# ---- imem_access_ctrl ----
imem_access_ctrl, the metal 2 layer:
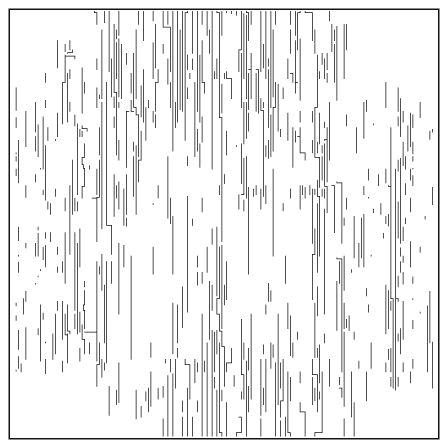

==> config.mk <==
export PLATFORM = sky130hd
export DESIGN_NAME = imem_access_ctrl
export DESIGN_NICKNAME = d
export VERILOG_FILES = /design/src/rtl/imem_ctrl_pkg.sv /design/src/rtl/imem_rr_arb.sv /design/src/rtl/imem_access_ctrl.sv
export SDC_FILE = /design/constraint.sdc
export NUM_CORES = 1
export LEC_CHECK = 0
export CORE_MARGIN = 1
export CORE_UTILIZATION = 38
export CTS_CLUSTER_SIZE = 10
export DETAILED_ROUTE_END_ITERATION = 8
export MAX_ROUTING_LAYER = met4
export PLACE_DENSITY = 0.8
export SYNTH_ARGS = -nofsm -noshare
export SYNTH_HDL_FRONTEND = slang
export SYNTH_SLANG_ARGS = --single-unit
==> constraint.sdc <==
create_clock -name clk -period 2.7 [get_ports clk]
set_clock_uncertainty 0.15 [all_clocks]
set_input_delay 0.54 -clock clk [delete_from_list [all_inputs] [get_ports clk]]
set_output_delay 0.54 -clock clk [all_outputs]
set_load 0.03 [all_outputs]
==> src/rtl/imem_ctrl_pkg.sv <==
// Shared definitions for the instruction-memory access controller.
//   IMEM_AW / IMEM_DW / IMEM_DEPTH : default address width, data width, implemented words
//   imemState_t : controller state (IDLE, LOCK)
//   reqId_t     : requester identity used by the round-robin arbiter
package imem_ctrl_pkg;

  localparam int unsigned IMEM_AW    = 14;
  localparam int unsigned IMEM_DW    = 19;
  localparam int unsigned IMEM_DEPTH = 256;

  typedef enum logic {
    IDLE = 1'b0,
    LOCK = 1'b1
  } imemState_t;

  typedef enum logic {
    REQ_LD = 1'b0,
    REQ_FE = 1'b1
  } reqId_t;

endpackage

==> src/rtl/imem_rr_arb.sv <==
// Two-requester round-robin grant logic (loader vs. fetch) with a last-grant flop.
// Only present when IMEM_ACCESS_RR_EN is defined; the default build uses fixed
// loader priority inline in imem_access_ctrl.
// Ports:
//   clk, rst_n : clock, synchronous active-low reset
//   en         : arbitration enabled (controller in IDLE)
//   ldReq      : loader request
//   feReq      : fetch request
//   ldGnt      : loader granted (combinational)
//   feGnt      : fetch granted (combinational)
`ifdef IMEM_ACCESS_RR_EN
module imem_rr_arb
  import imem_ctrl_pkg::*;
(
  input  logic clk,
  input  logic rst_n,
  input  logic en,
  input  logic ldReq,
  input  logic feReq,
  output logic ldGnt,
  output logic feGnt
);

  reqId_t lastGnt;

  // On contention the requester not granted last time wins.
  always_comb begin
    ldGnt = 1'b0;
    feGnt = 1'b0;
    if (en) begin
      if (ldReq && feReq) begin
        if (lastGnt == REQ_LD) feGnt = 1'b1;
        else                   ldGnt = 1'b1;
      end else begin
        ldGnt = ldReq;
        feGnt = feReq;
      end
    end
  end

  // Reset to REQ_FE so the loader wins the first contention.
  always_ff @(posedge clk) begin
    if (!rst_n)     lastGnt <= REQ_FE;
    else if (ldGnt) lastGnt <= REQ_LD;
    else if (feGnt) lastGnt <= REQ_FE;
  end

endmodule
`endif

==> src/rtl/imem_access_ctrl.sv <==
// Arbiter/sequencer sharing the single instruction-memory port between the boot
// loader (writes) and instruction fetch (reads). Winning request is registered onto
// we_IM/addIM/dataIM; reads return via fe_rvalid/fe_rdata two cycles after accept.
// Loader bursts (ld_last=0) lock out fetch until the word with ld_last=1.
// Out-of-range requests (addr >= DEPTH) are accepted, not issued, and flagged on oob_err.
// Configuration macro: IMEM_ACCESS_RR_EN -> round-robin in IDLE (else loader priority).
// Ports:
//   clk, rst_n                      : clock, synchronous active-low reset
//   ld_valid/ld_ready/ld_addr/ld_data/ld_last : loader write request
//   fe_valid/fe_ready/fe_addr       : fetch read request
//   fe_rvalid/fe_rdata              : fetch read response
//   oob_err                         : out-of-range request pulse
//   we_IM/addIM/dataIM              : memory command (registered)
//   outIM                           : memory read data
module imem_access_ctrl
  import imem_ctrl_pkg::*;
#(
  parameter int unsigned AW    = IMEM_AW,
  parameter int unsigned DW    = IMEM_DW,
  parameter int unsigned DEPTH = IMEM_DEPTH
) (
  input  logic          clk,
  input  logic          rst_n,
  input  logic          ld_valid,
  output logic          ld_ready,
  input  logic [AW-1:0] ld_addr,
  input  logic [DW-1:0] ld_data,
  input  logic          ld_last,
  input  logic          fe_valid,
  output logic          fe_ready,
  input  logic [AW-1:0] fe_addr,
  output logic          fe_rvalid,
  output logic [DW-1:0] fe_rdata,
  output logic          oob_err,
  output logic          we_IM,
  output logic [AW-1:0] addIM,
  output logic [DW-1:0] dataIM,
  input  logic [DW-1:0] outIM
);

  imemState_t    state;
  logic          isLock;
  logic          arbLd;
  logic          arbFe;
  logic          ldGnt;
  logic          feGnt;
  logic          ldInRange;
  logic          feInRange;
  logic          rdPend;     // read issued to memory this cycle
  logic          rdPendOob;  // that read was out of range
  logic          rvOob;      // current response belongs to an out-of-range read
  logic [DW-1:0] rdataQ;     // last delivered read data

  assign isLock = (state == LOCK);

`ifdef IMEM_ACCESS_RR_EN
  imem_rr_arb uArb (
    .clk   (clk),
    .rst_n (rst_n),
    .en    (~isLock),
    .ldReq (ld_valid),
    .feReq (fe_valid),
    .ldGnt (arbLd),
    .feGnt (arbFe)
  );
`else
  assign arbLd = ld_valid;
  assign arbFe = fe_valid & ~ld_valid;
`endif

  // LOCK bypasses arbitration: only the loader may proceed. Reset masks both readies.
  assign ldGnt    = rst_n & ld_valid & (isLock | arbLd);
  assign feGnt    = rst_n & ~isLock & arbFe;
  assign ld_ready = ldGnt;
  assign fe_ready = feGnt;

  assign ldInRange = (ld_addr < AW'(DEPTH));
  assign feInRange = (fe_addr < AW'(DEPTH));

  // Command issue, read-latency pipeline and burst-lock state.
  always_ff @(posedge clk) begin
    if (!rst_n) begin
      state     <= IDLE;
      we_IM     <= 1'b0;
      addIM     <= '0;
      dataIM    <= '0;
      oob_err   <= 1'b0;
      rdPend    <= 1'b0;
      rdPendOob <= 1'b0;
      fe_rvalid <= 1'b0;
      rvOob     <= 1'b0;
      rdataQ    <= '0;
    end else begin
      we_IM     <= 1'b0;
      oob_err   <= 1'b0;
      rdPend    <= feGnt;
      rdPendOob <= feGnt & ~feInRange;
      fe_rvalid <= rdPend;
      rvOob     <= rdPendOob;
      if (fe_rvalid) rdataQ <= fe_rdata;

      if (ldGnt) begin
        if (ldInRange) begin
          we_IM  <= 1'b1;
          addIM  <= ld_addr;
          dataIM <= ld_data;
        end else begin
          oob_err <= 1'b1;
        end
      end else if (feGnt) begin
        if (feInRange) addIM   <= fe_addr;
        else           oob_err <= 1'b1;
      end

      case (state)
        IDLE:    if (ldGnt && !ld_last) state <= LOCK;
        LOCK:    if (ldGnt && ld_last)  state <= IDLE;
        default: state <= IDLE;
      endcase
    end
  end

  // Memory data is already registered, so the response passes straight through
  // in its valid cycle and is held afterwards.
  assign fe_rdata = fe_rvalid ? (rvOob ? '0 : outIM) : rdataQ;

endmodule

# ---- sram_arbiter ----
[src/rtl/sram_arbiter.sv]
// Two-port SRAM arbiter: CPU port 0 has priority, port 1 gets a starvation override.
// One access at a time is forwarded to sram_ctrl; completion is a registered one-cycle ack per port.
module sram_arbiter #(
  parameter int READ_CYCLES  = 2,
  parameter int STARVE_LIMIT = 8
) (
  input  logic        clk25,
  input  logic        rst,
  input  logic        req0_i,
  input  logic        req1_i,
  input  logic        we0_i,
  input  logic        we1_i,
  input  logic [19:0] addr0_i,
  input  logic [19:0] addr1_i,
  input  logic [3:0]  be0_i,
  input  logic [3:0]  be1_i,
  input  logic [31:0] wdata0_i,
  input  logic [31:0] wdata1_i,
  output logic        ack0_o,
  output logic        ack1_o,
  output logic [31:0] rdata0_o,
  output logic [31:0] rdata1_o,
  output logic        busy_o,
  output logic        owner_o,
  output logic        mem_enable_o,
  output logic        mem_read_o,
  output logic [19:0] mem_addr_o,
  output logic [3:0]  mem_be_o,
  output logic [31:0] mem_wdata_o,
  input  logic        mem_busy_i,
  input  logic [31:0] mem_rdata_i
);

  localparam logic [3:0] LP_RD_LAST = 4'(READ_CYCLES - 1);
  localparam logic [7:0] LP_STARVE  = 8'(STARVE_LIMIT);

  typedef enum logic [1:0] {
    S_IDLE,
    S_READ,
    S_WRITE,
    S_DONE
  } state_t;

  state_t      r_state;
  logic [3:0]  r_cnt;
  logic [7:0]  r_wait1;

  logic        w_any;
  logic        w_pick1;
  logic        w_we;

  assign w_any   = req0_i | req1_i;
  assign w_pick1 = req1_i & ((r_wait1 >= LP_STARVE) | ~req0_i);
  assign w_we    = w_pick1 ? we1_i : we0_i;

  // Port 1 wait age; cleared while idle-requesting or on its own ack.
  always_ff @(posedge clk25) begin
    if (rst) begin
      r_wait1 <= 8'd0;
    end else if (!req1_i || ack1_o) begin
      r_wait1 <= 8'd0;
    end else if (r_wait1 != 8'hFF) begin
      r_wait1 <= r_wait1 + 8'd1;
    end
  end

  always_ff @(posedge clk25) begin
    if (rst) begin
      r_state      <= S_IDLE;
      r_cnt        <= 4'd0;
      ack0_o       <= 1'b0;
      ack1_o       <= 1'b0;
      rdata0_o     <= 32'd0;
      rdata1_o     <= 32'd0;
      busy_o       <= 1'b0;
      owner_o      <= 1'b0;
      mem_enable_o <= 1'b0;
      mem_read_o   <= 1'b0;
      mem_addr_o   <= 20'd0;
      mem_be_o     <= 4'd0;
      mem_wdata_o  <= 32'd0;
    end else begin
      ack0_o <= 1'b0;
      ack1_o <= 1'b0;
      case (r_state)
        S_IDLE: begin
          r_cnt <= 4'd0;
          if (w_any) begin
            owner_o      <= w_pick1;
            mem_addr_o   <= w_pick1 ? addr1_i : addr0_i;
            mem_be_o     <= w_pick1 ? be1_i : be0_i;
            mem_wdata_o  <= w_pick1 ? wdata1_i : wdata0_i;
            mem_enable_o <= 1'b1;
            mem_read_o   <= ~w_we;
            busy_o       <= 1'b1;
            r_state      <= w_we ? S_WRITE : S_READ;
          end
        end
        S_READ: begin
          if (r_cnt == LP_RD_LAST) begin
            if (owner_o) begin
              rdata1_o <= mem_rdata_i;
              ack1_o   <= 1'b1;
            end else begin
              rdata0_o <= mem_rdata_i;
              ack0_o   <= 1'b1;
            end
            mem_enable_o <= 1'b0;
            mem_read_o   <= 1'b0;
            r_state      <= S_DONE;
          end else begin
            r_cnt <= r_cnt + 4'd1;
          end
        end
        S_WRITE: begin
          // sram_ctrl raises busy a cycle late, so the first WRITE cycle ignores it.
          if (r_cnt == 4'd0) begin
            r_cnt <= 4'd1;
          end else if (!mem_busy_i) begin
            ack0_o       <= ~owner_o;
            ack1_o       <= owner_o;
            mem_enable_o <= 1'b0;
            mem_read_o   <= 1'b0;
            r_state      <= S_DONE;
          end
        end
        S_DONE: begin
          busy_o  <= 1'b0;
          r_state <= S_IDLE;
        end
        default: begin
          r_state <= S_IDLE;
        end
      endcase
    end
  end

endmodule

[config.mk]
export PLATFORM = sky130hd
export DESIGN_NAME = sram_arbiter
export DESIGN_NICKNAME = d
export VERILOG_FILES = /design/src/rtl/sram_arbiter.sv
export SDC_FILE = /design/constraint.sdc
export NUM_CORES = 1
export LEC_CHECK = 0
export CAP_MARGIN = 10
export CORE_MARGIN = 2
export CORE_UTILIZATION = 40
export CTS_CLUSTER_DIAMETER = 80
export CTS_CLUSTER_SIZE = 20
export DETAILED_ROUTE_END_ITERATION = 12
export GPL_TIMING_DRIVEN = 0
export PLACE_DENSITY = 0.91
export SYNTH_ARGS = -nofsm -noshare
export SYNTH_HDL_FRONTEND = slang
export SYNTH_SLANG_ARGS = --single-unit
[constraint.sdc]
create_clock -name clk25 -period 3.1 [get_ports clk25]
set_input_delay 0.62 -clock clk25 [delete_from_list [all_inputs] [get_ports clk25]]
set_output_delay 0.62 -clock clk25 [all_outputs]
set_load 0.02 [all_outputs]

==> screenshots <==
Met1 routing.
panel A
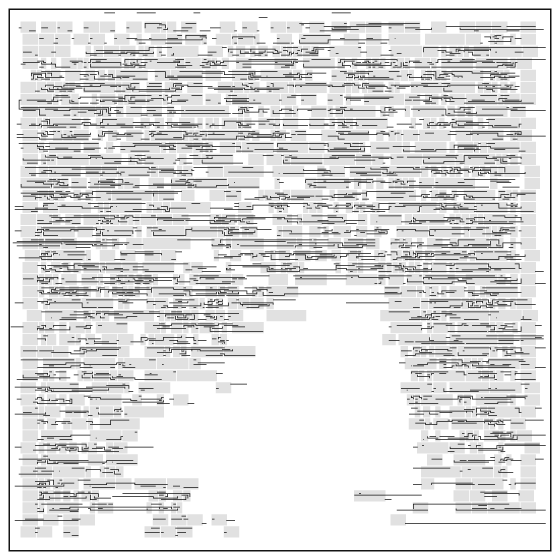
panel B
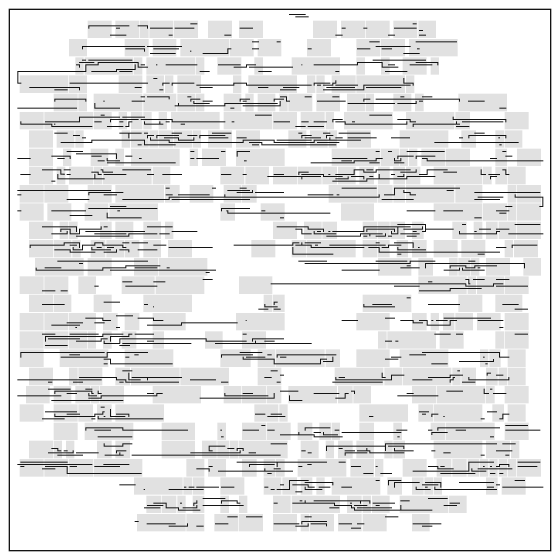
sram_arbiter is panel A.
imem_access_ctrl is panel B.

sram_arbiter, the metal 2 layer:
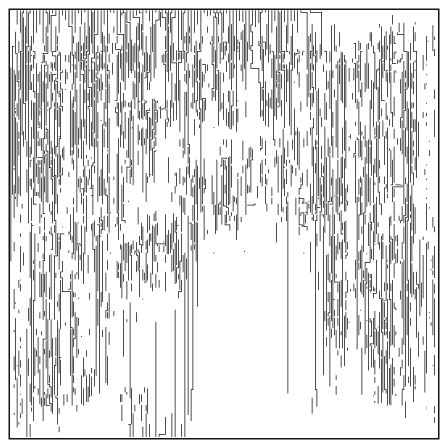
The longest straight run is 56.8 um. The layer holds 49% of the routed length. The layer carries 10,100 um of wire.

sram_arbiter, placement density heat map:
The bar under the picture is 20 um long. 12 x 12 tiles, from dark blue (low) to red (high), 0 to 100% covered.
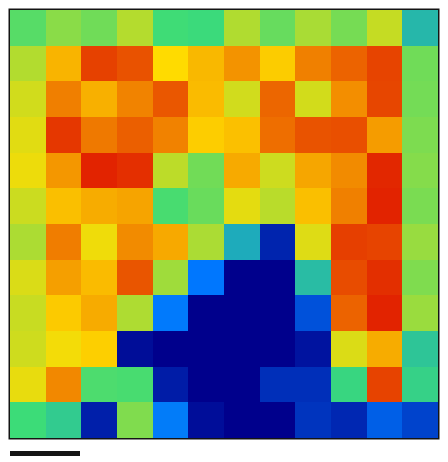
41% of the tiles are over 75% full. 9.0% of the tiles are nearly empty. The mean over all tiles is 60%. The fullest tile reaches 96%. The emptiest ninth of the die: bottom middle.
fp_density: 0.406
Final Util: 0.666
standard cell core area: 0.0138 mm2

==> impl_metrics.yaml, sram_arbiter <==
# physical design summary
synth:
  ys_chip_area_mm2: 0.00559
  ys_top_logic_family: "AND-OR/OR-AND gates"
  xor_share: 0.00313
  aoi_share: 0.214
  nets_in_the_synthesized_netlist: 884
  post_synth_and_or_nand_nor_area_fraction: 0.213
route:
  vias_per_cell: 5.32
  routed.top_layer: "met4"
  vias: 6441
  drcViolationCount: 0
  routed_wl_mm: 20.7
sta:
  tightestPinTransition_ps: 656
  timing.fmax_mhz: 438
  post-route-worst-setup-slack_ps: 816
power:
  p_leak_nw: 3.34
global_routing:
  met1_usage: 0.282
  use_met3: 0.103
hold_path:
  min_to: "rdata1_o[24]$_SDFFE_PP0N_"
floorplan:
  std_cell_rows: 43
  boundaryPins: 277
flow_run:
  timing.max_cap.violations: 0
status:
  run_status: "finished clean"
layout:
  drive_above_1_share: 0.0475
worst_setup_path:
  cp.depth: 6
clocking:
  cts.reportedPaths.clkPinSlew_ps: 60
sram_arbiter: power by group:
group | switching [mW] | internal, mW | leakage (nW) | total [mW]
clock network | 0.801 | 1.27 | 0.285 | 2.07
registers | 0.155 | 2.08 | 1.14 | 2.24
logic | 1.20 | 0.913 | 1.91 | 2.11
total | 2.15 | 4.27 | 3.34 | 6.42
sram_arbiter: final cells by class:
cell class,count,area [um2]
timing repair buffer,276,2760
multi-input combinational,519,2530
inverter,15,56.3
clock buffer,19,433
sequential,140,2800
clock inverter,12,163
buffer,50,203
fill,1101,4600
tap,180,225
imem_access_ctrl, cells by drive strength:
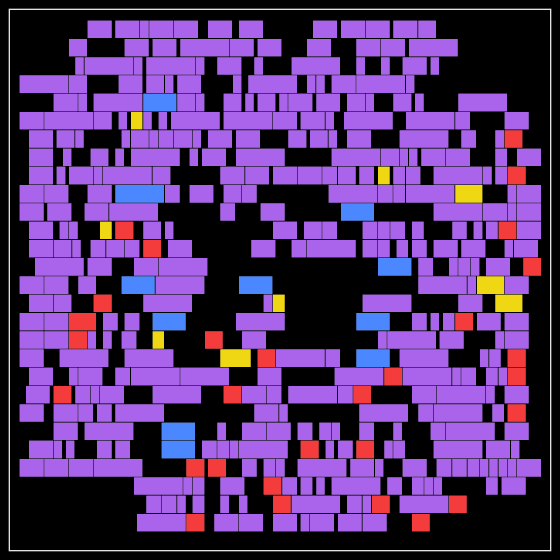
x2: drawn in yellow, cells 9, most used clkinv_2. x3 and x4: drawn in red, cells 29, most used buf_4. x6 and larger: drawn in blue, cells 11, most used clkbuf_8. x1 and smaller: drawn in purple, cells 355, most used clkdlybuf4s50_1.

About 'the metal 2 layer' of imem_access_ctrl:
The layer carries 2,960 um of wire. The layer holds 49% of the routed length. The longest straight run is 41.5 um. The wires run mostly vertical. 393 nets have wire on it.

==> impl_metrics.yaml, imem_access_ctrl <==
# physical design summary
global_routing:
  grt.total_usage: 0.195
synth:
  synthesis.instances: 270
  top_area_cell: "dfxtp_1"
  nets_in_the_synthesized_netlist: 341
  yosysCellCount: 270
  xor_share: 0
layout:
  num-nonclk-buffers: 136
  layout.nets: 471
  layout.comb_gates.multi_input: 172
  drive_above_1_share: 0.121
  final.signal_inverter_count: 22
floorplan:
  initial_core_util: 0.395
  core_mm2: 0.00592
sta:
  finalSetupTns_ps: 0
  final-setup-viol-count: 0
route:
  vias_per_cell: 4.66
  detailedRoute.firstIterationViolations: 72
  tally_of_nets_with_antenna_violations_remaining_after_routing: 0
status:
  run_status: "finished clean"
clocking:
  cts.repair_timing.setup_buffer_count: 0
worst_setup_path:
  crit_path_drt_ps: 2010
  critical_path.startpoint_type: "input pin"
  r2r_setup_slack_ps: 1250
  maximum_fanout_along_the_worst_path: 2
[imem_access_ctrl: where the power goes]
part | internal (mW) | total [mW] | leakage [nW] | switching [mW]
Clock | 0.349 | 0.667 | 0.0860 | 0.318
Sequential | 0.881 | 0.886 | 0.477 | 0.00436
Combinational | 0.132 | 0.214 | 0.911 | 0.0818
Total | 1.36 | 1.77 | 1.47 | 0.404
[imem_access_ctrl: worst max-delay path: cells and delay by family]
| family | cells | cell delay (ps) |
|---|---|---|
| simple gates | 1 | 50 |
| buf+inv | 2 | 1160 |
| compound gates | 1 | 160 |


## Gallery

Routing congestion map.
shot_01.png
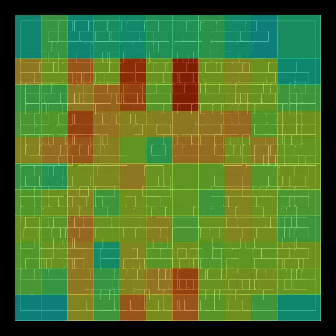
shot_02.png
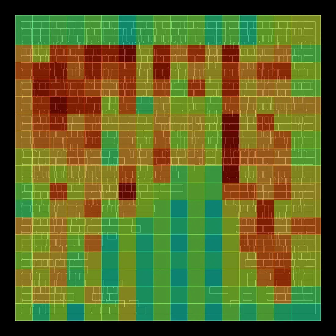
shot_02.png comes from sram_arbiter.
shot_01.png comes from imem_access_ctrl.
Of these, highest track usage: shot_02.png
Of these, most wire per cell: shot_02.png

Power is estimated from default activity; no workload was simulated.
